# rv32i_fetch

**rv32i_fetch: PDN straps and rails**

Bar = 50 um. Pins as bars on the die edge. Tap cells in gray.
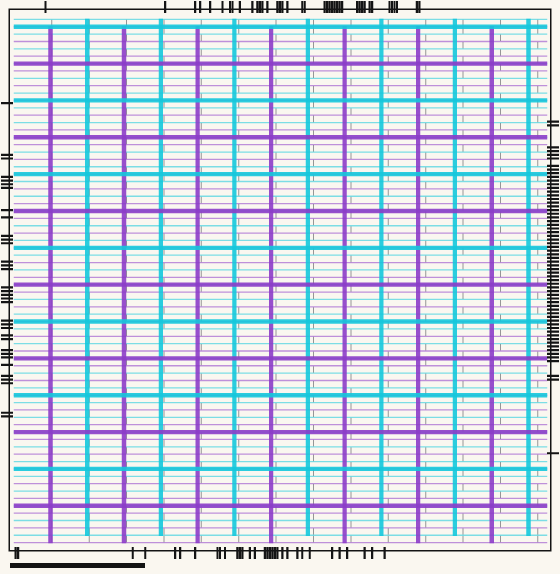

$ cat config.mk
export PLATFORM = sky130hd
export DESIGN_NAME = rv32i_fetch
export DESIGN_NICKNAME = d
export VERILOG_FILES = /design/src/rtl/rv32i_fetch.sv
export SDC_FILE = /design/constraint.sdc
export NUM_CORES = 1
export LEC_CHECK = 0
export ABC_CLOCK_PERIOD_IN_PS = 3800
export CAP_MARGIN = 20
export CORE_UTILIZATION = 25
export CTS_CLUSTER_DIAMETER = 200
export CTS_CLUSTER_SIZE = 8
export DETAILED_ROUTE_END_ITERATION = 10
export SLEW_MARGIN = 20
export SYNTH_ARGS = -nofsm -noshare
export SYNTH_HDL_FRONTEND = slang
export SYNTH_SLANG_ARGS = --single-unit
$ cat constraint.sdc
create_clock -name clk -period 3.8 [get_ports clk]
set_clock_uncertainty 0.15 [all_clocks]
set_input_delay 0.95 -clock clk [delete_from_list [all_inputs] [get_ports clk]]
set_output_delay 0.95 -clock clk [all_outputs]
set_load 0.05 [all_outputs]
$ cat src/rtl/rv32i_fetch.sv
// rv32i fetch stage: owns the PC, keeps one imem request in flight, buffers returned
// words in a small FIFO for decode, and flushes/restarts on execute-stage redirects.
module rv32i_fetch #(
  parameter logic [31:0] RESET_PC   = 32'h0000_0000,
  parameter int unsigned FIFO_DEPTH = 2
) (
  input  logic        clk,
  input  logic        rst_n,
  output logic        imem_req,
  output logic [31:0] imem_addr,
  input  logic        imem_ack,
  input  logic [31:0] imem_rdata,
  input  logic        redirect_valid,
  input  logic [31:0] redirect_pc,
  output logic        out_valid,
  output logic [31:0] out_instr,
  output logic [31:0] out_pc,
  input  logic        out_ready,
  output logic [1:0]  fsm_state
);

  // Handshakes: imem_req/imem_addr hold until a cycle with imem_ack=1 (one request
  // outstanding); decode takes the head on any cycle with out_valid=1 and out_ready=1.

  localparam int unsigned AW      = (FIFO_DEPTH > 1) ? $clog2(FIFO_DEPTH) : 1;
  localparam logic [AW:0] DEPTH_P = (AW+1)'(FIFO_DEPTH);

  localparam logic [1:0] S_IDLE = 2'd0;
  localparam logic [1:0] S_REQ  = 2'd1;
  localparam logic [1:0] S_KILL = 2'd2;

  logic [1:0]  state_q, state_d;
  logic [31:0] addr_q, addr_d;
  // Next PC to request from IDLE, or the saved redirect target while in KILL.
  logic [31:0] pc_q, pc_d;

  logic [AW:0] rd_ptr, wr_ptr, rd_ptr_d, wr_ptr_d, occ_d;
  logic [31:0] instr_mem [FIFO_DEPTH];
  logic [31:0] pc_mem    [FIFO_DEPTH];

  logic        pop, push, can_issue;
  logic [31:0] redir_pc, addr_inc;
  logic        unused_bits;

  assign unused_bits = &{1'b0, redirect_pc[1:0]};

  assign imem_req  = (state_q != S_IDLE);
  assign imem_addr = addr_q;
  assign fsm_state = state_q;

  assign out_valid = (wr_ptr != rd_ptr);
  assign out_instr = instr_mem[rd_ptr[AW-1:0]];
  assign out_pc    = pc_mem[rd_ptr[AW-1:0]];

  assign pop      = out_valid & out_ready;
  // Words returned in KILL, or alongside a redirect, are stale and never buffered.
  assign push     = (state_q == S_REQ) & imem_ack & ~redirect_valid;
  assign redir_pc = {redirect_pc[31:2], 2'b00};
  assign addr_inc = addr_q + 32'd4;

  always_comb begin
    rd_ptr_d = rd_ptr;
    wr_ptr_d = wr_ptr;
    if (redirect_valid) begin
      rd_ptr_d = '0;
      wr_ptr_d = '0;
    end else begin
      rd_ptr_d = rd_ptr + (AW+1)'(pop);
      wr_ptr_d = wr_ptr + (AW+1)'(push);
    end
  end

  // Issue only if the buffer still has room after this edge's push and pop.
  assign occ_d     = wr_ptr_d - rd_ptr_d;
  assign can_issue = (occ_d < DEPTH_P);

  always_comb begin
    state_d = state_q;
    addr_d  = addr_q;
    pc_d    = pc_q;
    if (redirect_valid) begin
      if (imem_req && !imem_ack) begin
        state_d = S_KILL;
        pc_d    = redir_pc;
      end else begin
        state_d = S_REQ;
        addr_d  = redir_pc;
        pc_d    = redir_pc;
      end
    end else begin
      case (state_q)
        S_IDLE: begin
          if (can_issue) begin
            state_d = S_REQ;
            addr_d  = pc_q;
          end
        end
        S_REQ: begin
          if (imem_ack) begin
            pc_d = addr_inc;
            if (can_issue) begin
              addr_d = addr_inc;
            end else begin
              state_d = S_IDLE;
            end
          end
        end
        S_KILL: begin
          if (imem_ack) begin
            state_d = S_REQ;
            addr_d  = pc_q;
          end
        end
        default: begin
          state_d = S_IDLE;
        end
      endcase
    end
  end

  always_ff @(posedge clk or negedge rst_n) begin
    if (!rst_n) begin
      state_q <= S_IDLE;
      addr_q  <= RESET_PC;
      pc_q    <= RESET_PC;
      rd_ptr  <= '0;
      wr_ptr  <= '0;
    end else begin
      state_q <= state_d;
      addr_q  <= addr_d;
      pc_q    <= pc_d;
      rd_ptr  <= rd_ptr_d;
      wr_ptr  <= wr_ptr_d;
    end
  end

  always_ff @(posedge clk or negedge rst_n) begin
    if (!rst_n) begin
      for (int i = 0; i < int'(FIFO_DEPTH); i++) begin
        instr_mem[i] <= '0;
        pc_mem[i]    <= '0;
      end
    end else if (push) begin
      instr_mem[wr_ptr[AW-1:0]] <= imem_rdata;
      pc_mem[wr_ptr[AW-1:0]]    <= addr_q;
    end
  end

endmodule

# framebuffer_swap_ctrl

**config.mk**
```make
export PLATFORM = sky130hd
export DESIGN_NAME = framebuffer_swap_ctrl
export DESIGN_NICKNAME = d
export VERILOG_FILES = /design/src/rtl/framebuffer_swap_ctrl.sv
export SDC_FILE = /design/constraint.sdc
export NUM_CORES = 1
export LEC_CHECK = 0
export ABC_AREA = 0
export ABC_CLOCK_PERIOD_IN_PS = 2400
export CORE_ASPECT_RATIO = 1.2
export CORE_MARGIN = 1.5
export CORE_UTILIZATION = 34
export CTS_CLUSTER_DIAMETER = 30
export DETAILED_ROUTE_END_ITERATION = 10
export GPL_ROUTABILITY_DRIVEN = 0
export PLACE_DENSITY = 0.79
export SLEW_MARGIN = 25
export SYNTH_ARGS = -nofsm -noshare
export SYNTH_HDL_FRONTEND = slang
export SYNTH_SLANG_ARGS = --single-unit
```
**constraint.sdc**
```tcl
create_clock -name clk -period 2.4 [get_ports clk]
set_clock_uncertainty 0.05 [all_clocks]
set_input_delay 0.72 -clock clk [delete_from_list [all_inputs] [get_ports clk]]
set_output_delay 0.72 -clock clk [all_outputs]
set_load 0.005 [all_outputs]
```
**src/rtl/framebuffer_swap_ctrl.sv**
```systemverilog
// Double-buffered frame buffer bank controller: display reads the front bank, renderer writes the back bank,
// banks swap only on frame_complete after a commit. Optional frame/swap counters via FB_FRAME_COUNT_EN.
module framebuffer_swap_ctrl #(
    parameter int rows     = 8,
    parameter int columns  = 32,
    parameter int segments = 1,
    parameter int bitwidth = 8
) (
    input  logic                                           clk,
    input  logic                                           rst,
    input  logic                                           frame_complete,
    input  logic [$clog2(rows)-1:0]                        row,
    input  logic [$clog2(columns)-1:0]                     column,
    output logic [$clog2(rows)+$clog2(columns):0]          rd_addr,
    input  logic [$clog2(rows)+$clog2(columns)-1:0]        wr_addr_in,
    input  logic [3*bitwidth*segments-1:0]                 wr_data_in,
    input  logic                                           wr_en_in,
    input  logic                                           wr_commit,
    output logic                                           wr_ready,
    output logic [$clog2(rows)+$clog2(columns):0]          mem_wr_addr,
    output logic [3*bitwidth*segments-1:0]                 mem_wr_data,
    output logic                                           mem_wr_en,
    output logic                                           front_bank,
    output logic                                           swap_done,
`ifdef FB_FRAME_COUNT_EN
    output logic [15:0]                                    frame_count,
    output logic [15:0]                                    swap_count,
`endif
    output logic                                           err_drop
);

    localparam int PIX_AW = $clog2(rows) + $clog2(columns);
    localparam int WORD_W = 3 * bitwidth * segments;

    typedef enum logic [1:0] {
        S_WRITE   = 2'd0,
        S_PENDING = 2'd1,
        S_SWAP    = 2'd2
    } state_t;

    state_t              r_state;
    state_t              w_state_nx;
    logic                r_front_bank;
    logic                r_err_drop;
    logic                r_wr_en_p1;
    logic [PIX_AW:0]     r_wr_addr_p1;
    logic [WORD_W-1:0]   r_wr_data_p1;
    logic                w_wr_ready;
    logic                w_swap;
    logic                w_drop;

    always_comb begin
        w_state_nx = r_state;
        w_wr_ready = 1'b0;
        w_swap     = 1'b0;
        case (r_state)
            S_WRITE: begin
                w_wr_ready = 1'b1;
                // A frame_complete arriving with the commit is not enough: the swap waits for the next one.
                if (wr_commit) w_state_nx = S_PENDING;
            end
            S_PENDING: begin
                if (frame_complete) begin
                    w_swap     = 1'b1;
                    w_state_nx = S_SWAP;
                end
            end
            S_SWAP: begin
                w_state_nx = S_WRITE;
            end
            default: begin
                w_state_nx = S_WRITE;
            end
        endcase
    end

    assign w_drop = (wr_en_in | wr_commit) & ~w_wr_ready;

    always_ff @(posedge clk) begin
        if (!rst) begin
            r_state      <= S_WRITE;
            r_front_bank <= 1'b0;
            r_err_drop   <= 1'b0;
        end else begin
            r_state <= w_state_nx;
            if (w_swap) r_front_bank <= ~r_front_bank;
            if (w_drop) r_err_drop <= 1'b1;
        end
    end

    // Write stage p1: one-cycle registered path into the back bank.
    always_ff @(posedge clk) begin
        if (!rst) begin
            r_wr_en_p1   <= 1'b0;
            r_wr_addr_p1 <= '0;
            r_wr_data_p1 <= '0;
        end else begin
            r_wr_en_p1   <= wr_en_in & w_wr_ready;
            r_wr_addr_p1 <= {~r_front_bank, wr_addr_in};
            r_wr_data_p1 <= wr_data_in;
        end
    end

`ifdef FB_FRAME_COUNT_EN
    logic [15:0] r_frame_count;
    logic [15:0] r_swap_count;

    always_ff @(posedge clk) begin
        if (!rst) begin
            r_frame_count <= 16'd0;
            r_swap_count  <= 16'd0;
        end else begin
            if (frame_complete) r_frame_count <= r_frame_count + 16'd1;
            if (r_state == S_SWAP) r_swap_count <= r_swap_count + 16'd1;
        end
    end

    assign frame_count = r_frame_count;
    assign swap_count  = r_swap_count;
`endif

    // Read path is purely combinational so the display pipeline timing is untouched.
    assign rd_addr     = {r_front_bank, row, column};
    assign wr_ready    = w_wr_ready;
    assign mem_wr_en   = r_wr_en_p1;
    assign mem_wr_addr = r_wr_addr_p1;
    assign mem_wr_data = r_wr_data_p1;
    assign front_bank  = r_front_bank;
    assign swap_done   = (r_state == S_SWAP);
    assign err_drop    = r_err_drop;

endmodule

```
# servo_pwm_multi

**config.mk**
```make
export PLATFORM = sky130hd
export DESIGN_NAME = servo_pwm_multi
export DESIGN_NICKNAME = d
export VERILOG_FILES = /design/src/rtl/servo_pwm_multi.sv
export SDC_FILE = /design/constraint.sdc
export NUM_CORES = 1
export LEC_CHECK = 0
export ABC_AREA = 0
export ABC_CLOCK_PERIOD_IN_PS = 9000
export CAP_MARGIN = 40
export CORE_ASPECT_RATIO = 0.8
export CORE_MARGIN = 3
export CORE_UTILIZATION = 25
export CTS_BUF_LIST = sky130_fd_sc_hd__clkbuf_4 sky130_fd_sc_hd__clkbuf_8
export CTS_CLUSTER_SIZE = 16
export DETAILED_ROUTE_END_ITERATION = 6
export PLACE_DENSITY = 0.4
export SETUP_SLACK_MARGIN = 0.2
export SYNTH_ARGS = -nofsm -noshare
export SYNTH_HDL_FRONTEND = slang
export SYNTH_SLANG_ARGS = --single-unit
```
**constraint.sdc**
```tcl
create_clock -name clk_i -period 9 [get_ports clk_i]
set_input_delay 0.9 -clock clk_i [delete_from_list [all_inputs] [get_ports clk_i]]
set_output_delay 0.9 -clock clk_i [all_outputs]
set_load 0.05 [all_outputs]
```
**src/rtl/servo_pwm_multi.sv**
```systemverilog
// Multi-channel hobby-servo PWM generator: one shared frame counter, per-channel slew-limited ramps.
// state | meaning: IDLE centred, MOVE ramp to target, HOLD dwell at target, RETURN ramp to centre
module servo_pwm_multi #(
  parameter int NCH          = 2,
  parameter int CW           = 20,
  parameter int PERIOD_CNT   = 540000,
  parameter int DUTY_CENTRAL = 40500,
  parameter int DUTY_OFFSET  = 18000,
  parameter int DUTY_MIN     = 13500,
  parameter int DUTY_MAX     = 67500,
  parameter int STEP         = 1800,
  parameter int HOLD_PERIODS = 150,
  localparam int CHW         = (NCH > 1) ? $clog2(NCH) : 1
) (
  input  logic           clk_i,
  input  logic           rst_n_i,
  input  logic           cmd_valid_i,
  output logic           cmd_ready_o,
  input  logic [CHW-1:0] cmd_ch_i,
  input  logic [1:0]     cmd_dir_i,
  output logic           cmd_err_o,
  output logic [NCH-1:0] pwm_o,
  output logic [NCH-1:0] busy_o,
  output logic           frame_tick_o
);
  typedef enum logic [1:0] {IDLE, MOVE, HOLD, RETURN} state_t;

  function automatic int clamp_duty(input int v);
    if (v < DUTY_MIN) return DUTY_MIN;
    if (v > DUTY_MAX) return DUTY_MAX;
    return v;
  endfunction

  // Signed int arithmetic so an offset larger than CENTRAL clamps to MIN instead of wrapping
  localparam int            HW        = $clog2(HOLD_PERIODS + 1);
  localparam logic [CW-1:0] CENT_RST  = CW'(DUTY_CENTRAL);
  localparam logic [CW-1:0] CENT      = CW'(clamp_duty(DUTY_CENTRAL));
  localparam logic [CW-1:0] TGT_L     = CW'(clamp_duty(DUTY_CENTRAL - DUTY_OFFSET));
  localparam logic [CW-1:0] TGT_R     = CW'(clamp_duty(DUTY_CENTRAL + DUTY_OFFSET));
  localparam logic [CW-1:0] STEP_V    = CW'(STEP);
  localparam logic [CW-1:0] PER_V     = CW'(PERIOD_CNT);
  localparam logic [HW-1:0] HOLD_LAST = HW'(HOLD_PERIODS - 1);

  logic [CW-1:0] cnt;
  state_t        state    [NCH];
  logic [CW-1:0] duty     [NCH];
  logic [CW-1:0] duty_act [NCH];
  logic [CW-1:0] target   [NCH];
  logic [CW-1:0] duty_nxt [NCH];
  logic [HW-1:0] hold_cnt [NCH];
  logic          ch_ok;
  logic          dir_ok;
  logic          acc;
  logic [CW-1:0] dir_tgt;

  assign frame_tick_o = (cnt == PER_V);
  assign ch_ok        = (32'(cmd_ch_i) < 32'(NCH));
  assign dir_ok       = (cmd_dir_i != 2'b11);
  assign acc          = cmd_valid_i && cmd_ready_o;

  always_comb begin
    cmd_ready_o = 1'b1;
    for (int c = 0; c < NCH; c++)
      if (32'(cmd_ch_i) == 32'(c))
        cmd_ready_o = (state[c] == IDLE) || (state[c] == HOLD);
  end

  always_comb begin
    case (cmd_dir_i)
      2'b01:   dir_tgt = TGT_L;
      2'b10:   dir_tgt = TGT_R;
      default: dir_tgt = CENT;
    endcase
  end

  always_comb begin
    for (int c = 0; c < NCH; c++) begin
      duty_nxt[c] = duty[c];
      if (state[c] == MOVE || state[c] == RETURN) begin
        if (target[c] > duty[c])
          duty_nxt[c] = (target[c] - duty[c] <= STEP_V) ? target[c] : duty[c] + STEP_V;
        else
          duty_nxt[c] = (duty[c] - target[c] <= STEP_V) ? target[c] : duty[c] - STEP_V;
      end
    end
  end

  always_ff @(posedge clk_i or negedge rst_n_i) begin
    if (!rst_n_i) begin
      cnt       <= '0;
      cmd_err_o <= 1'b0;
      pwm_o     <= '0;
      busy_o    <= '0;
      for (int c = 0; c < NCH; c++) begin
        state[c]    <= IDLE;
        duty[c]     <= CENT_RST;
        duty_act[c] <= CENT_RST;
        target[c]   <= CENT;
        hold_cnt[c] <= '0;
      end
    end else begin
      cnt       <= frame_tick_o ? CW'(1) : cnt + 1'b1;
      cmd_err_o <= acc && !(ch_ok && dir_ok);
      for (int c = 0; c < NCH; c++) begin
        pwm_o[c] <= (cnt != '0) && (cnt <= duty_act[c]);
        if (acc && ch_ok && dir_ok && 32'(cmd_ch_i) == 32'(c)) begin
          // An accept on the tick edge only retargets; the first step waits for the next tick
          target[c]   <= dir_tgt;
          hold_cnt[c] <= '0;
          state[c]    <= MOVE;
          busy_o[c]   <= 1'b1;
          if (frame_tick_o) duty_act[c] <= duty[c];
        end else if (frame_tick_o) begin
          duty[c]     <= duty_nxt[c];
          duty_act[c] <= duty_nxt[c];
          case (state[c])
            MOVE:
              if (duty_nxt[c] == target[c]) state[c] <= HOLD;
            RETURN:
              if (duty_nxt[c] == target[c]) begin
                state[c]  <= IDLE;
                busy_o[c] <= 1'b0;
              end
            HOLD:
              if (hold_cnt[c] == HOLD_LAST) begin
                target[c] <= CENT;
                state[c]  <= RETURN;
              end else begin
                hold_cnt[c] <= hold_cnt[c] + 1'b1;
              end
            default: ;
          endcase
        end
      end
    end
  end
endmodule

```
# debounce_bank

`src/rtl/debounce_bank.sv`:
```
// debounce_bank: multi-channel input conditioner for push buttons, bumpers
// and limit switches. Each channel is synchronised, debounced and
// polarity-corrected. It produces registered press and release pulses and
// also flags a long press.
module debounce_bank #(
  parameter int                  CHANNELS      = 4,
  parameter int                  STABLE_CYCLES = 500000,
  parameter int                  LONG_CYCLES   = 50000000,
  parameter logic [CHANNELS-1:0] ACTIVE_LOW    = '0
) (
  input  logic                clk,
  input  logic                rst,
  input  logic [CHANNELS-1:0] raw_in,
  output logic [CHANNELS-1:0] level,
  output logic [CHANNELS-1:0] rise,
  output logic [CHANNELS-1:0] fall,
  output logic [CHANNELS-1:0] long_pulse,
  output logic [CHANNELS-1:0] long_held
);

  // Debounce counter only needs to reach STABLE_CYCLES-1. The hold counter
  // saturates at LONG_CYCLES.
  localparam int              DW        = $clog2(STABLE_CYCLES);
  localparam int              HW        = $clog2(LONG_CYCLES + 1);
  localparam logic [DW-1:0]   DEB_LAST  = DW'(STABLE_CYCLES - 1);
  localparam logic [HW-1:0]   HOLD_MAX  = HW'(LONG_CYCLES);
  localparam logic [HW-1:0]   HOLD_LAST = HW'(LONG_CYCLES - 1);

  genvar gi;
  generate
    for (gi = 0; gi < CHANNELS; gi++) begin : g_ch
      logic          s1_reg;
      logic          s2_reg;
      logic          level_reg;
      logic          rise_reg;
      logic          fall_reg;
      logic          long_pulse_reg;
      logic          long_held_reg;
      logic [DW-1:0] deb_cnt_reg;
      logic [HW-1:0] hold_cnt_reg;
      logic          accept;
      logic          falling;

      // A new s2 value is accepted once it has differed from level for
      // STABLE_CYCLES consecutive cycles.
      always_comb begin
        accept  = (s2_reg != level_reg) && (deb_cnt_reg == DEB_LAST);
        falling = accept && level_reg;
      end

      // Two-flop synchroniser. Polarity is corrected before the first stage,
      // so reset loads the inactive value 0 into both stages.
      always_ff @(posedge clk) begin
        if (rst) begin
          s1_reg <= 1'b0;
          s2_reg <= 1'b0;
        end else begin
          s1_reg <= raw_in[gi] ^ ACTIVE_LOW[gi];
          s2_reg <= s1_reg;
        end
      end

      // Debounce counter. Any return of s2 to level discards progress.
      // rise and fall are registered alongside the level toggle.
      always_ff @(posedge clk) begin
        if (rst) begin
          deb_cnt_reg <= '0;
          level_reg   <= 1'b0;
          rise_reg    <= 1'b0;
          fall_reg    <= 1'b0;
        end else begin
          rise_reg <= 1'b0;
          fall_reg <= 1'b0;
          if (s2_reg == level_reg) begin
            deb_cnt_reg <= '0;
          end else if (accept) begin
            deb_cnt_reg <= '0;
            level_reg   <= s2_reg;
            rise_reg    <= s2_reg;
            fall_reg    <= ~s2_reg;
          end else begin
            deb_cnt_reg <= deb_cnt_reg + DW'(1);
          end
        end
      end

      // Long-press timer. It counts while level is high and saturates at
      // LONG_CYCLES, so a held input fires long_pulse only once. It clears on
      // the falling edge, so long_held drops in the same cycle as fall.
      always_ff @(posedge clk) begin
        if (rst) begin
          hold_cnt_reg   <= '0;
          long_pulse_reg <= 1'b0;
          long_held_reg  <= 1'b0;
        end else begin
          long_pulse_reg <= 1'b0;
          if (!level_reg || falling) begin
            hold_cnt_reg  <= '0;
            long_held_reg <= 1'b0;
          end else if (hold_cnt_reg != HOLD_MAX) begin
            hold_cnt_reg <= hold_cnt_reg + HW'(1);
            if (hold_cnt_reg == HOLD_LAST) begin
              long_pulse_reg <= 1'b1;
              long_held_reg  <= 1'b1;
            end
          end
        end
      end

      assign level[gi]      = level_reg;
      assign rise[gi]       = rise_reg;
      assign fall[gi]       = fall_reg;
      assign long_pulse[gi] = long_pulse_reg;
      assign long_held[gi]  = long_held_reg;
    end
  endgenerate

endmodule
```
`config.mk`:
```
export PLATFORM = sky130hd
export DESIGN_NAME = debounce_bank
export DESIGN_NICKNAME = d
export VERILOG_FILES = /design/src/rtl/debounce_bank.sv
export SDC_FILE = /design/constraint.sdc
export NUM_CORES = 1
export LEC_CHECK = 0
export ABC_CLOCK_PERIOD_IN_PS = 2400
export CORE_MARGIN = 4
export CORE_UTILIZATION = 50
export DETAILED_ROUTE_END_ITERATION = 10
export PLACE_DENSITY = 0.73
export SYNTH_ARGS = -nofsm -noshare
export SYNTH_HDL_FRONTEND = slang
export SYNTH_SLANG_ARGS = --single-unit
```
`constraint.sdc`:
```
create_clock -name clk -period 2.4 [get_ports clk]
set_input_delay 0.36 -clock clk [delete_from_list [all_inputs] [get_ports clk]]
set_output_delay 0.36 -clock clk [all_outputs]
set_load 0.005 [all_outputs]
```
**rv32i_fetch: local utilization**

Bar = 50 um. 20 x 20 tiles, from white (low) to dark blue (high), 0 to 100% covered.
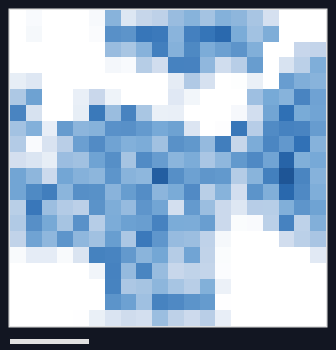
The emptiest ninth of the die: lower right. 28% of the tiles are nearly empty. The fullest tile reaches 85%. The mean over all tiles is 30%. 1.3% of the tiles are over 75% full.
core area: 38000 um^2
final core occ: 0.334
fp_density: 0.256

About 'PDN straps and rails' of rv32i_fetch:
VDD: drawn in cyan. VSS: drawn in purple.
14 straps on met5. 169 signal pins sit on the boundary. 14 straps on met4.
DIE WIDTH: 199 um
die height: 199 um
VDD IR-drop max: 0.357 mV

==> impl_metrics.py, rv32i_fetch <==
# Generated from Yosys and OpenROAD reports
metrics = {
    "sta": {
        "worst_slew_pin_slew_ns": 1.03,
        "setup_ws_ns": 0.163,
        "period_needed_ns": 3.64,
        "rsz0062_at_grt": "false",
        "finalCritPeriodShare": 0.957,
    },
    "yosys": {
        "synth_warnings": 0,
        "ys_async_sr_fraction": 1.00,
        "ys_ff": 198,
        "largest_area_cell": "dfrtp_1",
        "common_cells": "dfrtp_1 (198), mux2_2 (193), o21ai_0 (64), nand2_1 (46), clkbuf_1 (43)",
        "syn_area_um2": 9730,
    },
    "pwr": {
        "p_int_uw": 5510,
        "pwr-share-seq": 0.350,
    },
    "outcome": {
        "outcome": "finished clean",
    },
    "floorplanning": {
        "pin_count": 169,
    },
    "placement": {
        "dpl-instance-area_um2": 12100,
    },
    "detailed_routing": {
        "drc": 0,
        "ant_nets": 0,
    },
    "setup_path": {
        "slowest_delay_ns": 0.71,
    },
    "global_routing": {
        "grt_util_met3": 0.0378,
    },
    "layout": {
        "signal_buffers": 192,
        "drive_gt1_frac": 0.274,
        "mi_logic_area_um2": 4500,
    },
}
rv32i_fetch: worst max path at each step:
| stage | start | endpoint | slack, ns |
|---|---|---|---|
| 3_3_place_gp | imem_ack | imem_addr[19] | 0.20 |
| 4_1_cts | rd_ptr[0] | out_instr[25] | 0.06 |
| 6_report | rd_ptr[0] | out_instr[25] | 0.16 |
| 2_1_floorplan | redirect_valid | imem_addr[0] | 0.26 |
| 3_5_place_dp | imem_ack | imem_addr[12] | 0.17 |
| 5_1_grt | rd_ptr[0] | out_instr[25] | 0.02 |
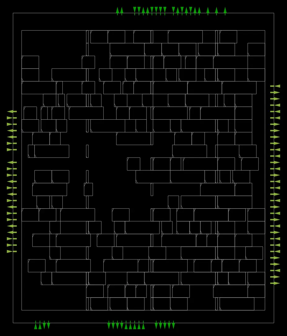
**Above:** framebuffer_swap_ctrl (cell outlines without signal wires).
core area: 3110 um^2
flop share of the area: 0.395
Rows: 22
flop count: 38
# Taps: 36

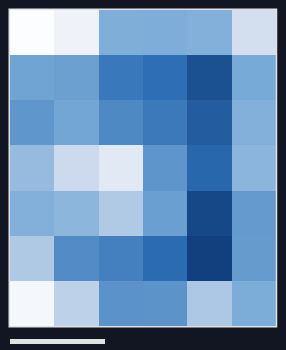
**Above:** framebuffer_swap_ctrl (local utilization).
Bar = 20 um. 6 x 7 tiles, from white (low) to dark blue (high), 0 to 100% covered.
The fullest tile reaches 94%. 2.4% of the tiles are nearly empty. 17% of the tiles are over 75% full. The mean over all tiles is 51%.
final core occ: 0.619
fp_density: 0.365

==> impl_metrics.py, framebuffer_swap_ctrl <==
# Generated from Yosys and OpenROAD reports
metrics = {
    "yosys": {
        "ys_ff": 38,
        "mux_area_frac": 0.00992,
        "yosys_area_um2": 1130,
    },
    "pwr": {
        "pg_comb_uw": 176,
        "power_switching_uw": 253,
        "comb_power_share": 0.147,
        "p_clk_frac": 0.284,
    },
    "detailed_routing": {
        "drc": 0,
        "ant_nets": 0,
        "top_layer": "met4",
    },
    "outcome": {
        "outcome": "finished clean",
    },
    "sta": {
        "holdWs_ns": 0.434,
        "hold_viol": 0,
    },
    "layout": {
        "inverters": 0,
        "mi_logic_area_um2": 292,
        "n_fill_cell": 263,
        "nets": 213,
        "largest_reg_flops": 24,
    },
    "global_routing": {
        "gr-total-overflow": 0,
        "grt_util_met3": 0.0783,
        "track_usage": 0.145,
    },
    "worst_hold_path": {
        "hold_end": "err_drop",
        "hold_path.class": "flip-flop to flip-flop",
    },
    "setup_path": {
        "critical_path_buf_inv_count": 1,
    },
    "clocking": {
        "cts_buffer_depth": 2,
    },
}
framebuffer_swap_ctrl: worst reg2reg max path, cell delays in order, from the launching register on:
cell and delay [ns]:
dfxtp_1 0.39, nand3b_1 0.13, mux2_2 0.32
framebuffer_swap_ctrl: cell usage after synthesis, drive strengths merged:
cell	number	area, um^2
and2b	2	15.0
o22a	1	8.76
and3	1	6.26
dfxtp	38	761
clkbuf	3	15.0
o21a	1	7.51
nand2b	1	6.26
nor3b	1	7.51
nand3b	1	7.51
mux2	1	11.3
nor2	3	11.3
nand2	1	3.75
and2	33	206
buf	9	67.6
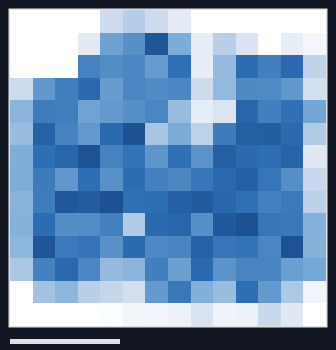
**Above:** debounce_bank (local utilization).
Bar = 50 um. 14 x 14 tiles, from white (low) to dark blue (high), 0 to 100% covered.
The fullest tile reaches 87%. The mean over all tiles is 49%. The emptiest ninth of the die: upper left.
fp_density: 0.510
core area: 18100 um^2
final core occ: 0.576

==> impl_metrics.py, debounce_bank <==
# Generated from Yosys and OpenROAD reports
metrics = {
    "detailed_routing": {
        "ant_nets": 0,
    },
    "global_routing": {
        "met1_usage": 0.216,
        "grt_util_met3": 0.0266,
    },
    "yosys": {
        "top_cell": "nor2_1",
        "common_cells": "nor2_1 (213), dfxtp_1 (208), xor2_1 (88), nand3_1 (81), xnor2_1 (79)",
        "ys_ff": 208,
    },
    "sta": {
        "relSlewSlack": 0.540,
        "fmax_ghz": 0.425,
    },
    "placement": {
        "gp_congestion": 0.792,
        "dpl-instance-area_um2": 9650,
    },
    "pwr": {
        "pwr-share-seq": 0.512,
        "comb_power_share": 0.007,
    },
    "outcome": {
        "outcome": "finished clean",
    },
    "worst_hold_path": {
        "whs_path_depth": 2,
    },
    "layout": {
        "layout_top_cell": "nor2_1",
    },
}
[debounce_bank: cell type report]
class	count	area (um^2)	share of cell area
Tap cell	229	287	0.0275
Multi-Input combinational cell	768	4650	0.447
Sequential cell	208	4160	0.400
Inverter	31	116	0.0112
Timing Repair Buffer	47	485	0.0466
Clock buffer	37	688	0.0661
Clock inverter	3	15.0	0.00144
[debounce_bank: per-layer routing]
metal,routed length [um],part of all wire
met1,8130,0.49
met2,7590,0.46
met3,430,0.026
met4,402,0.024
met5,0,0
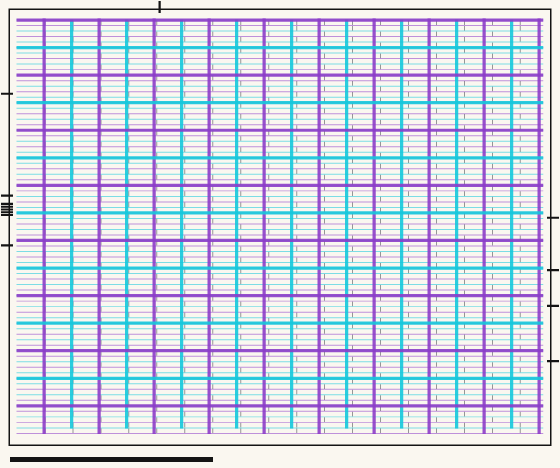
**Above:** servo_pwm_multi (PDN straps and rails).
Bar = 100 um. Pins as bars on the die edge. Tap cells in gray.
VDD: drawn in cyan. VSS: drawn in purple.
19 straps on met4. 13 signal pins sit on the boundary. The core has 75 rows. 15 straps on met5. 76 met1 rails follow the rows.
DIE WIDTH: 266 um
die height: 214 um
VDD IR-drop max: 0.0883 mV
core area: 53000 um^2

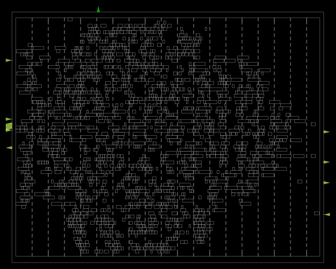
**Above:** servo_pwm_multi (cell outlines without signal wires).
# Taps: 693
final cell count without fillers: 2402
final core occ: 0.279
flop share of the area: 0.235
fillers: 5673

==> impl_metrics.py, servo_pwm_multi <==
# Generated from Yosys and OpenROAD reports
metrics = {
    "outcome": {
        "outcome": "finished clean",
    },
    "setup_path": {
        "crit_top_cell": "a21oi_1",
        "path_cells": "inv_1 > ha_1 > nor3b_1 > o21ai_0 > a21boi_0 > or3_1 > a221oi_1 > nand4bb_1 > o21ai_1 > a21oi_1 > nor4b_1 > o311ai_0 > nor4_1 > nand3_2 > a211o_1 > a21oi_1",
    },
    "placement": {
        "dp_slack_ns": 3.18,
    },
    "yosys": {
        "top_cell": "nand2_1",
        "ys_ff": 137,
        "ys_sh_simple": 0.238,
    },
    "global_routing": {
        "grt_max_degree": 67,
        "track_usage": 0.179,
        "antenna_found_initial": 2,
    },
    "detailed_routing": {
        "drc": 0,
    },
    "sta": {
        "relSlewSlack": 0.393,
        "holdWs_ns": 0.424,
    },
    "pwr": {
        "top_power_group": "combinational logic",
    },
    "layout": {
        "nets": 1817,
    },
}
[servo_pwm_multi: stage by stage]
step | utilization | cell area (um^2)
global placement | 0.269 | 14200
CTS | 0.279 | 14800
global route | 0.279 | 14800
detailed placement | 0.270 | 14300
floorplan | - | 13600
finish | 0.279 | 14800
[servo_pwm_multi: routing by layer]
metal / track usage / vias to the layer above / routed length (um)
li1: - / 6270 / -
met3: 0.0380 / 25 / 3330
met2: 0.239 / 450 / 20100
met4: 0.0221 / 0 / 276
met1: 0.292 / 6528 / 27900
met5: 0 / - / 0

==> layout pictures side by side <==
I/O nets highlighted.
picture 1
Bar = 100 um.
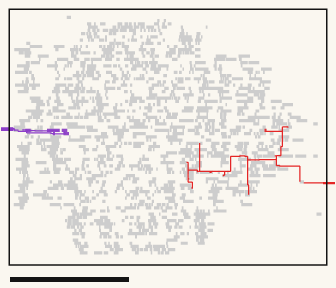
picture 2
Bar = 50 um.
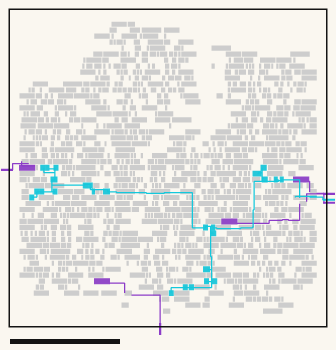
picture 3
Bar = 20 um.
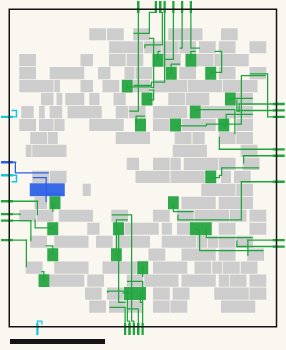
picture 4
Bar = 50 um.
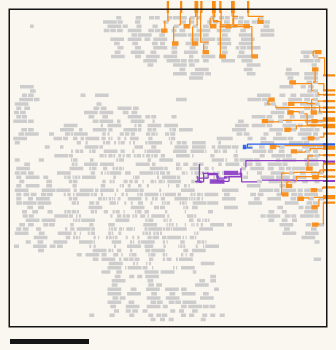
- fewest cells: picture 3
- most cells: picture 1
Picture 3 is framebuffer_swap_ctrl.
Picture 2 is debounce_bank.
Picture 1 is servo_pwm_multi.
Picture 4 is rv32i_fetch.


# logo_motion_scheduler_flat

<file path="src/rtl/logo_pkg.sv">
// logo_pkg: shared types and constants for the bouncing-logo motion path.
//   mode_e             - control mode encodings (AUTO/MANUAL/PAUSED)
//   *_DEFAULT          - default logo and display geometry
//   edge_limit()       - largest legal logo origin along one axis
//   SPEED_MIN/MAX      - bounce speed range in pixels per frame
package logo_pkg;

    typedef enum logic [1:0] {
        MODE_AUTO   = 2'd0,
        MODE_MANUAL = 2'd1,
        MODE_PAUSED = 2'd2
    } mode_e;

    localparam int unsigned LOGO_SIZE_DEFAULT      = 128;
    localparam int unsigned DISPLAY_WIDTH_DEFAULT  = 640;
    localparam int unsigned DISPLAY_HEIGHT_DEFAULT = 480;

    function automatic logic [9:0] edge_limit(input int unsigned extent,
                                              input int unsigned size);
        return 10'(extent - size);
    endfunction

    localparam logic [9:0] MAX_X_DEFAULT =
        edge_limit(DISPLAY_WIDTH_DEFAULT, LOGO_SIZE_DEFAULT);
    localparam logic [9:0] MAX_Y_DEFAULT =
        edge_limit(DISPLAY_HEIGHT_DEFAULT, LOGO_SIZE_DEFAULT);

    localparam logic [2:0] SPEED_MIN = 3'd1;
    localparam logic [2:0] SPEED_MAX = 3'd7;

endpackage

</file>
<file path="src/rtl/logo_motion_scheduler_if.sv">
// logo_motion_scheduler_if: bundle between sync generator / gamepad decoder
// and the pixel datapath.
//   vpos, btn_*            - line counter and decoded gamepad levels (inputs)
//   logo_left, logo_top    - logo origin (outputs)
//   color_index, mode      - palette index and control mode (outputs)
//   frame_tick, corner_hit - single-cycle event pulses (outputs)
// modport master: the scheduler; modport slave: its environment.
interface logo_motion_scheduler_if;

    logic [9:0] vpos;
    logic       btn_start;
    logic       btn_select;
    logic       btn_a;
    logic       btn_b;
    logic       btn_up;
    logic       btn_down;
    logic       btn_left;
    logic       btn_right;
    logic [9:0] logo_left;
    logic [9:0] logo_top;
    logic [2:0] color_index;
    logic [1:0] mode;
    logic       frame_tick;
    logic       corner_hit;

    modport master (
        input  vpos, btn_start, btn_select, btn_a, btn_b,
               btn_up, btn_down, btn_left, btn_right,
        output logo_left, logo_top, color_index, mode, frame_tick, corner_hit
    );

    modport slave (
        output vpos, btn_start, btn_select, btn_a, btn_b,
               btn_up, btn_down, btn_left, btn_right,
        input  logo_left, logo_top, color_index, mode, frame_tick, corner_hit
    );

endinterface

</file>
<file path="src/rtl/logo_axis_stepper.sv">
// logo_axis_stepper: combinational next position/direction for one axis.
//   pos, dir          - current origin and direction (1 = increasing)
//   step              - AUTO speed in pixels
//   max               - largest legal origin
//   override_neg/pos  - direction buttons (left/up, right/down)
//   auto_en/manual_en - current mode
//   next_pos/next_dir - values to load on the frame tick
//   bounce            - axis hit an edge this step (AUTO only)
module logo_axis_stepper (
    input  logic [9:0] pos,
    input  logic       dir,
    input  logic [2:0] step,
    input  logic [9:0] max,
    input  logic       override_neg,
    input  logic       override_pos,
    input  logic       auto_en,
    input  logic       manual_en,
    output logic [9:0] next_pos,
    output logic       next_dir,
    output logic       bounce
);

    logic        eff_dir;
    logic [10:0] sum;

    always_comb begin
        next_pos = pos;
        next_dir = dir;
        bounce   = 1'b0;
        eff_dir  = dir;
        sum      = 11'(pos) + 11'(step);
        if (auto_en) begin
            // Override picks the direction first; the step then uses it.
            if (override_neg) begin
                eff_dir = 1'b0;
            end else if (override_pos) begin
                eff_dir = 1'b1;
            end
            next_dir = eff_dir;
            if (eff_dir) begin
                if (sum >= 11'(max)) begin
                    next_pos = max;
                    next_dir = 1'b0;
                    bounce   = 1'b1;
                end else begin
                    next_pos = sum[9:0];
                end
            end else begin
                if (11'(pos) <= 11'(step)) begin
                    next_pos = '0;
                    next_dir = 1'b1;
                    bounce   = 1'b1;
                end else begin
                    next_pos = pos - 10'(step);
                end
            end
        end else if (manual_en) begin
            if (override_neg && !override_pos) begin
                next_pos = (pos == '0) ? '0 : pos - 10'd1;
            end else if (override_pos && !override_neg) begin
                next_pos = (pos >= max) ? max : pos + 10'd1;
            end
        end
    end

endmodule

</file>
<file path="src/rtl/logo_motion_scheduler.sv">
// logo_motion_scheduler: once per frame updates logo position, colour and
// control mode (AUTO/MANUAL/PAUSED) from gamepad edges and bounce logic.
//   clk   - pixel clock
//   rst_n - asynchronous active-low reset
//   bus   - logo_motion_scheduler_if.master (vpos/buttons in, logo state out)
module logo_motion_scheduler
    import logo_pkg::*;
#(
    parameter int unsigned LOGO_SIZE      = LOGO_SIZE_DEFAULT,
    parameter int unsigned DISPLAY_WIDTH  = DISPLAY_WIDTH_DEFAULT,
    parameter int unsigned DISPLAY_HEIGHT = DISPLAY_HEIGHT_DEFAULT,
    parameter int unsigned START_X        = 200,
    parameter int unsigned START_Y        = 200
) (
    input logic                    clk,
    input logic                    rst_n,
    logo_motion_scheduler_if.master bus
);

    localparam logic [9:0] MAX_X = edge_limit(DISPLAY_WIDTH, LOGO_SIZE);
    localparam logic [9:0] MAX_Y = edge_limit(DISPLAY_HEIGHT, LOGO_SIZE);

    logic [9:0] prev_vpos;
    logic       frame_tick;
    logic [3:0] btn_prev;
    logic [3:0] btn_now;
    logic [3:0] btn_edge;
    logic       start_edge, select_edge, a_edge, b_edge;

    mode_e      mode_q, mode_d, resume_q, resume_d;
    logic [2:0] speed_q;
    logic       dir_x_q, dir_y_q;
    logic [9:0] left_q, top_q;
    logic [2:0] color_q;
    logic       corner_q;

    logic [9:0] next_x, next_y;
    logic       next_dir_x, next_dir_y;
    logic       bounce_x, bounce_y;
    logic       auto_en, manual_en;

    assign btn_now     = {bus.btn_start, bus.btn_select, bus.btn_a, bus.btn_b};
    assign btn_edge    = btn_now & ~btn_prev;
    assign start_edge  = btn_edge[3];
    assign select_edge = btn_edge[2];
    assign a_edge      = btn_edge[1];
    assign b_edge      = btn_edge[0];
    assign auto_en     = (mode_q == MODE_AUTO);
    assign manual_en   = (mode_q == MODE_MANUAL);

    logo_axis_stepper u_step_x (
        .pos         (left_q),
        .dir         (dir_x_q),
        .step        (speed_q),
        .max         (MAX_X),
        .override_neg(bus.btn_left),
        .override_pos(bus.btn_right),
        .auto_en     (auto_en),
        .manual_en   (manual_en),
        .next_pos    (next_x),
        .next_dir    (next_dir_x),
        .bounce      (bounce_x)
    );

    logo_axis_stepper u_step_y (
        .pos         (top_q),
        .dir         (dir_y_q),
        .step        (speed_q),
        .max         (MAX_Y),
        .override_neg(bus.btn_up),
        .override_pos(bus.btn_down),
        .auto_en     (auto_en),
        .manual_en   (manual_en),
        .next_pos    (next_y),
        .next_dir    (next_dir_y),
        .bounce      (bounce_y)
    );

    always_ff @(posedge clk or negedge rst_n) begin
        if (!rst_n) begin
            mode_q   <= MODE_AUTO;
            resume_q <= MODE_AUTO;
        end else begin
            mode_q   <= mode_d;
            resume_q <= resume_d;
        end
    end

    // Select is tested first so it wins over a simultaneous start edge.
    always_comb begin
        mode_d   = mode_q;
        resume_d = resume_q;
        if (frame_tick) begin
            unique case (mode_q)
                MODE_AUTO: begin
                    if (select_edge) begin
                        mode_d   = MODE_PAUSED;
                        resume_d = MODE_AUTO;
                    end else if (start_edge) begin
                        mode_d = MODE_MANUAL;
                    end
                end
                MODE_MANUAL: begin
                    if (select_edge) begin
                        mode_d   = MODE_PAUSED;
                        resume_d = MODE_MANUAL;
                    end else if (start_edge) begin
                        mode_d = MODE_AUTO;
                    end
                end
                MODE_PAUSED: begin
                    if (select_edge) begin
                        mode_d = resume_q;
                    end
                end
                default: mode_d = MODE_AUTO;
            endcase
        end
    end

    // Motion uses mode_q/speed_q, i.e. the values from before this tick.
    always_ff @(posedge clk or negedge rst_n) begin
        if (!rst_n) begin
            prev_vpos  <= '0;
            frame_tick <= 1'b0;
            btn_prev   <= '0;
            speed_q    <= SPEED_MIN;
            dir_x_q    <= 1'b1;
            dir_y_q    <= 1'b0;
            left_q     <= 10'(START_X);
            top_q      <= 10'(START_Y);
            color_q    <= '0;
            corner_q   <= 1'b0;
        end else begin
            prev_vpos  <= bus.vpos;
            frame_tick <= (bus.vpos == '0) && (prev_vpos != '0);
            corner_q   <= 1'b0;
            if (frame_tick) begin
                btn_prev <= btn_now;
                left_q   <= next_x;
                top_q    <= next_y;
                dir_x_q  <= next_dir_x;
                dir_y_q  <= next_dir_y;
                if (auto_en) begin
                    color_q  <= color_q + 3'(bounce_x | bounce_y);
                    corner_q <= bounce_x & bounce_y;
                    if (a_edge && !b_edge && speed_q < SPEED_MAX) begin
                        speed_q <= speed_q + 3'd1;
                    end else if (b_edge && !a_edge && speed_q > SPEED_MIN) begin
                        speed_q <= speed_q - 3'd1;
                    end
                end
            end
        end
    end

    assign bus.logo_left   = left_q;
    assign bus.logo_top    = top_q;
    assign bus.color_index = color_q;
    assign bus.mode        = mode_q;
    assign bus.frame_tick  = frame_tick;
    assign bus.corner_hit  = corner_q;

endmodule

</file>
<file path="src/flat_wrapper.sv">
// flat-port wrapper written by rule: the top's interface ports become plain ports
module logo_motion_scheduler_flat import logo_pkg::*;
#(
    parameter int unsigned LOGO_SIZE      = LOGO_SIZE_DEFAULT,
    parameter int unsigned DISPLAY_WIDTH  = DISPLAY_WIDTH_DEFAULT,
    parameter int unsigned DISPLAY_HEIGHT = DISPLAY_HEIGHT_DEFAULT,
    parameter int unsigned START_X        = 200,
    parameter int unsigned START_Y        = 200
)
  (clk, rst_n, bus_vpos, bus_btn_start, bus_btn_select, bus_btn_a, bus_btn_b, bus_btn_up, bus_btn_down, bus_btn_left, bus_btn_right, bus_logo_left, bus_logo_top, bus_color_index, bus_mode, bus_frame_tick, bus_corner_hit);
  logo_motion_scheduler_if bus_i ();
  input logic clk;
  input logic rst_n;
  input wire logic [$bits(bus_i.vpos)-1:0] bus_vpos;
  input wire logic [$bits(bus_i.btn_start)-1:0] bus_btn_start;
  input wire logic [$bits(bus_i.btn_select)-1:0] bus_btn_select;
  input wire logic [$bits(bus_i.btn_a)-1:0] bus_btn_a;
  input wire logic [$bits(bus_i.btn_b)-1:0] bus_btn_b;
  input wire logic [$bits(bus_i.btn_up)-1:0] bus_btn_up;
  input wire logic [$bits(bus_i.btn_down)-1:0] bus_btn_down;
  input wire logic [$bits(bus_i.btn_left)-1:0] bus_btn_left;
  input wire logic [$bits(bus_i.btn_right)-1:0] bus_btn_right;
  output wire logic [$bits(bus_i.logo_left)-1:0] bus_logo_left;
  output wire logic [$bits(bus_i.logo_top)-1:0] bus_logo_top;
  output wire logic [$bits(bus_i.color_index)-1:0] bus_color_index;
  output wire logic [$bits(bus_i.mode)-1:0] bus_mode;
  output wire logic [$bits(bus_i.frame_tick)-1:0] bus_frame_tick;
  output wire logic [$bits(bus_i.corner_hit)-1:0] bus_corner_hit;
  assign bus_i.vpos = bus_vpos;
  assign bus_i.btn_start = bus_btn_start;
  assign bus_i.btn_select = bus_btn_select;
  assign bus_i.btn_a = bus_btn_a;
  assign bus_i.btn_b = bus_btn_b;
  assign bus_i.btn_up = bus_btn_up;
  assign bus_i.btn_down = bus_btn_down;
  assign bus_i.btn_left = bus_btn_left;
  assign bus_i.btn_right = bus_btn_right;
  assign bus_logo_left = bus_i.logo_left;
  assign bus_logo_top = bus_i.logo_top;
  assign bus_color_index = bus_i.color_index;
  assign bus_mode = bus_i.mode;
  assign bus_frame_tick = bus_i.frame_tick;
  assign bus_corner_hit = bus_i.corner_hit;
  logo_motion_scheduler #(.LOGO_SIZE(LOGO_SIZE), .DISPLAY_WIDTH(DISPLAY_WIDTH), .DISPLAY_HEIGHT(DISPLAY_HEIGHT), .START_X(START_X), .START_Y(START_Y)) u_core (.clk(clk), .rst_n(rst_n), .bus(bus_i));
endmodule
</file>
<file path="config.mk">
export PLATFORM = sky130hd
export DESIGN_NAME = logo_motion_scheduler_flat
export DESIGN_NICKNAME = d
export VERILOG_FILES = /design/src/rtl/logo_pkg.sv /design/src/rtl/logo_motion_scheduler_if.sv /design/src/rtl/logo_axis_stepper.sv /design/src/rtl/logo_motion_scheduler.sv /design/src/flat_wrapper.sv
export SDC_FILE = /design/constraint.sdc
export NUM_CORES = 1
export LEC_CHECK = 0
export ABC_AREA = 1
export CORE_MARGIN = 3
export CORE_UTILIZATION = 50
export DETAILED_ROUTE_END_ITERATION = 16
export PLACE_DENSITY_LB_ADDON = 0.2
export SYNTH_ARGS = -nofsm -noshare
export SYNTH_HDL_FRONTEND = slang
export SYNTH_HIERARCHICAL = 1
export SYNTH_SLANG_ARGS = --single-unit
</file>
<file path="constraint.sdc">
create_clock -name clk -period 3.6 [get_ports clk]
set_input_delay 0.72 -clock clk [delete_from_list [all_inputs] [get_ports clk]]
set_output_delay 0.72 -clock clk [all_outputs]
set_load 0.02 [all_outputs]
</file>
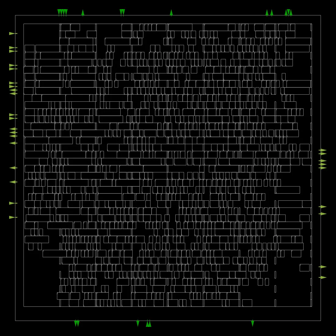
**Above:** logo_motion_scheduler_flat (cell outlines without signal wires).
flop share of the area: 0.156
final cell count without fillers: 1297
Rows: 40

==> impl_metrics.py <==
# Generated from Yosys and OpenROAD reports
metrics = {
    "outcome": {
        "outcome": "finished clean",
    },
    "sta": {
        "setup_ws_ns": 0.0768,
        "finalSetupViolations": 0,
        "finalCritPeriodShare": 0.979,
    },
    "detailed_routing": {
        "ant_nets": 0,
        "num_vias": 6705,
        "top_layer": "met4",
        "viasPerCell": 5.17,
    },
    "global_routing": {
        "met2_usage": 0.397,
        "grt_pass1_wl_um": 29600,
        "grt_max_degree": 37,
    },
    "placement": {
        "io_buffer_count": 46,
    },
    "setup_path": {
        "endpoint_kind": "flip-flop",
        "crit_arrival_ns": 3.71,
        "path_delay_family": "adder cells",
        "reg2regPathDepth": 25,
        "cp_num_cells": 25,
    },
    "layout": {
        "clkbuf_count": 5,
        "dominant_cells": "logic gates",
        "signal_buffers": 103,
        "fin_area_um2": 7630,
    },
    "yosys": {
        "xor_area_frac": 0.0690,
        "synth_cells": 997,
        "top_cell": "nand2_1",
    },
    "pwr": {
        "p_int_uw": 1050,
    },
    "clocking": {
        "worst_skew_pair.late_latency_ns": 0.30,
    },
    "floorplanning": {
        "die_area_um2": 13800,
    },
}
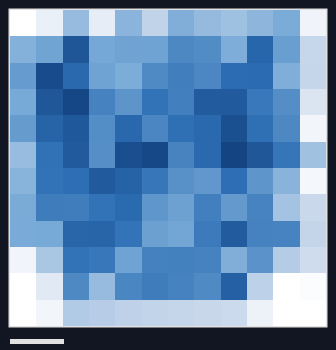
**Above:** logo_motion_scheduler_flat (local utilization).
Bar = 20 um. 12 x 12 tiles, from white (low) to dark blue (high), 0 to 100% covered.
The fullest tile reaches 92%. 19% of the tiles are over 75% full. The emptiest ninth of the die: lower right. The mean over all tiles is 54%.
fp_density: 0.516
final core occ: 0.632
core area: 12100 um^2

## power by group through the flow
stage                     clock network, uW  registers [uW]  logic (uW)
after floorplan                           0             597         373
after global placement                    0             587         558
after detailed placement                  0             588         562
after CTS                               508             578         570
after global routing                    535             582         677
final                                   500             579         607
## sequential cells by signal, indices dropped and copies added (netlist names)
register and cells:
u_core/bus.logo_left 10, u_core/bus.logo_top 10, u_core/prev_vpos 10, u_core/btn_prev 4
u_core/bus.color_index 3, u_core/speed_q 3, u_core/bus.mode 2, u_core/bus.corner_hit 1
u_core/bus.frame_tick 1, u_core/dir_x_q 1, u_core/dir_y_q 1, u_core/resume_q 1


## Gallery

PDN straps and rails.
image #1
Bar = 20 um. Pins as bars on the die edge. Tap cells in gray.
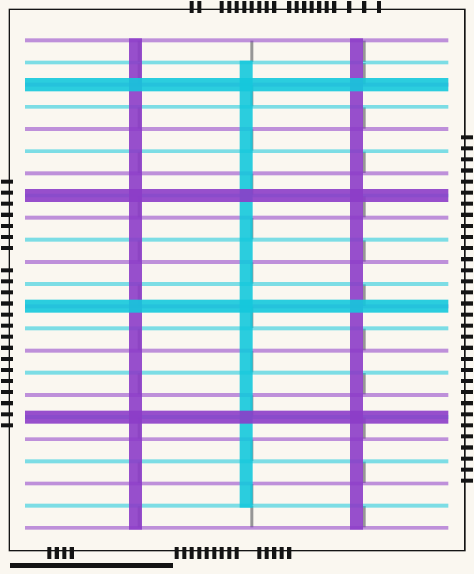
image #2
Bar = 20 um. Pins as bars on the die edge. Tap cells in gray.
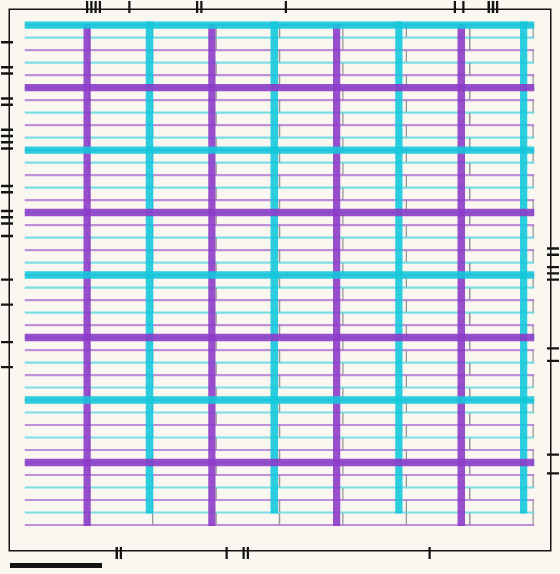
image #3
Bar = 50 um. Pins as bars on the die edge. Tap cells in gray.
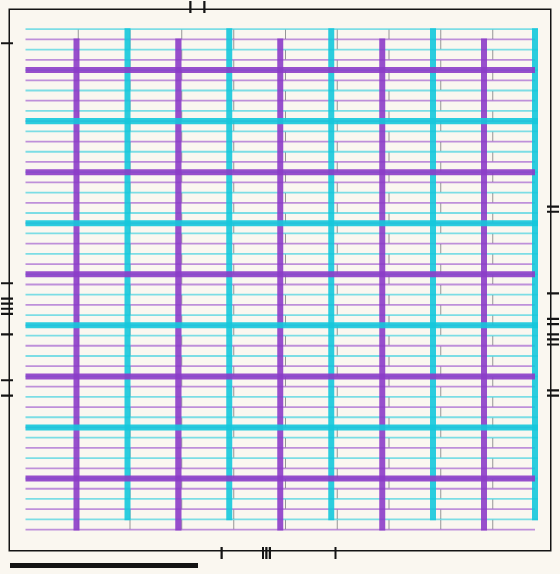
framebuffer_swap_ctrl is image #1.
debounce_bank is image #3.
logo_motion_scheduler_flat is image #2.

Power and IR drop assume default switching activity.
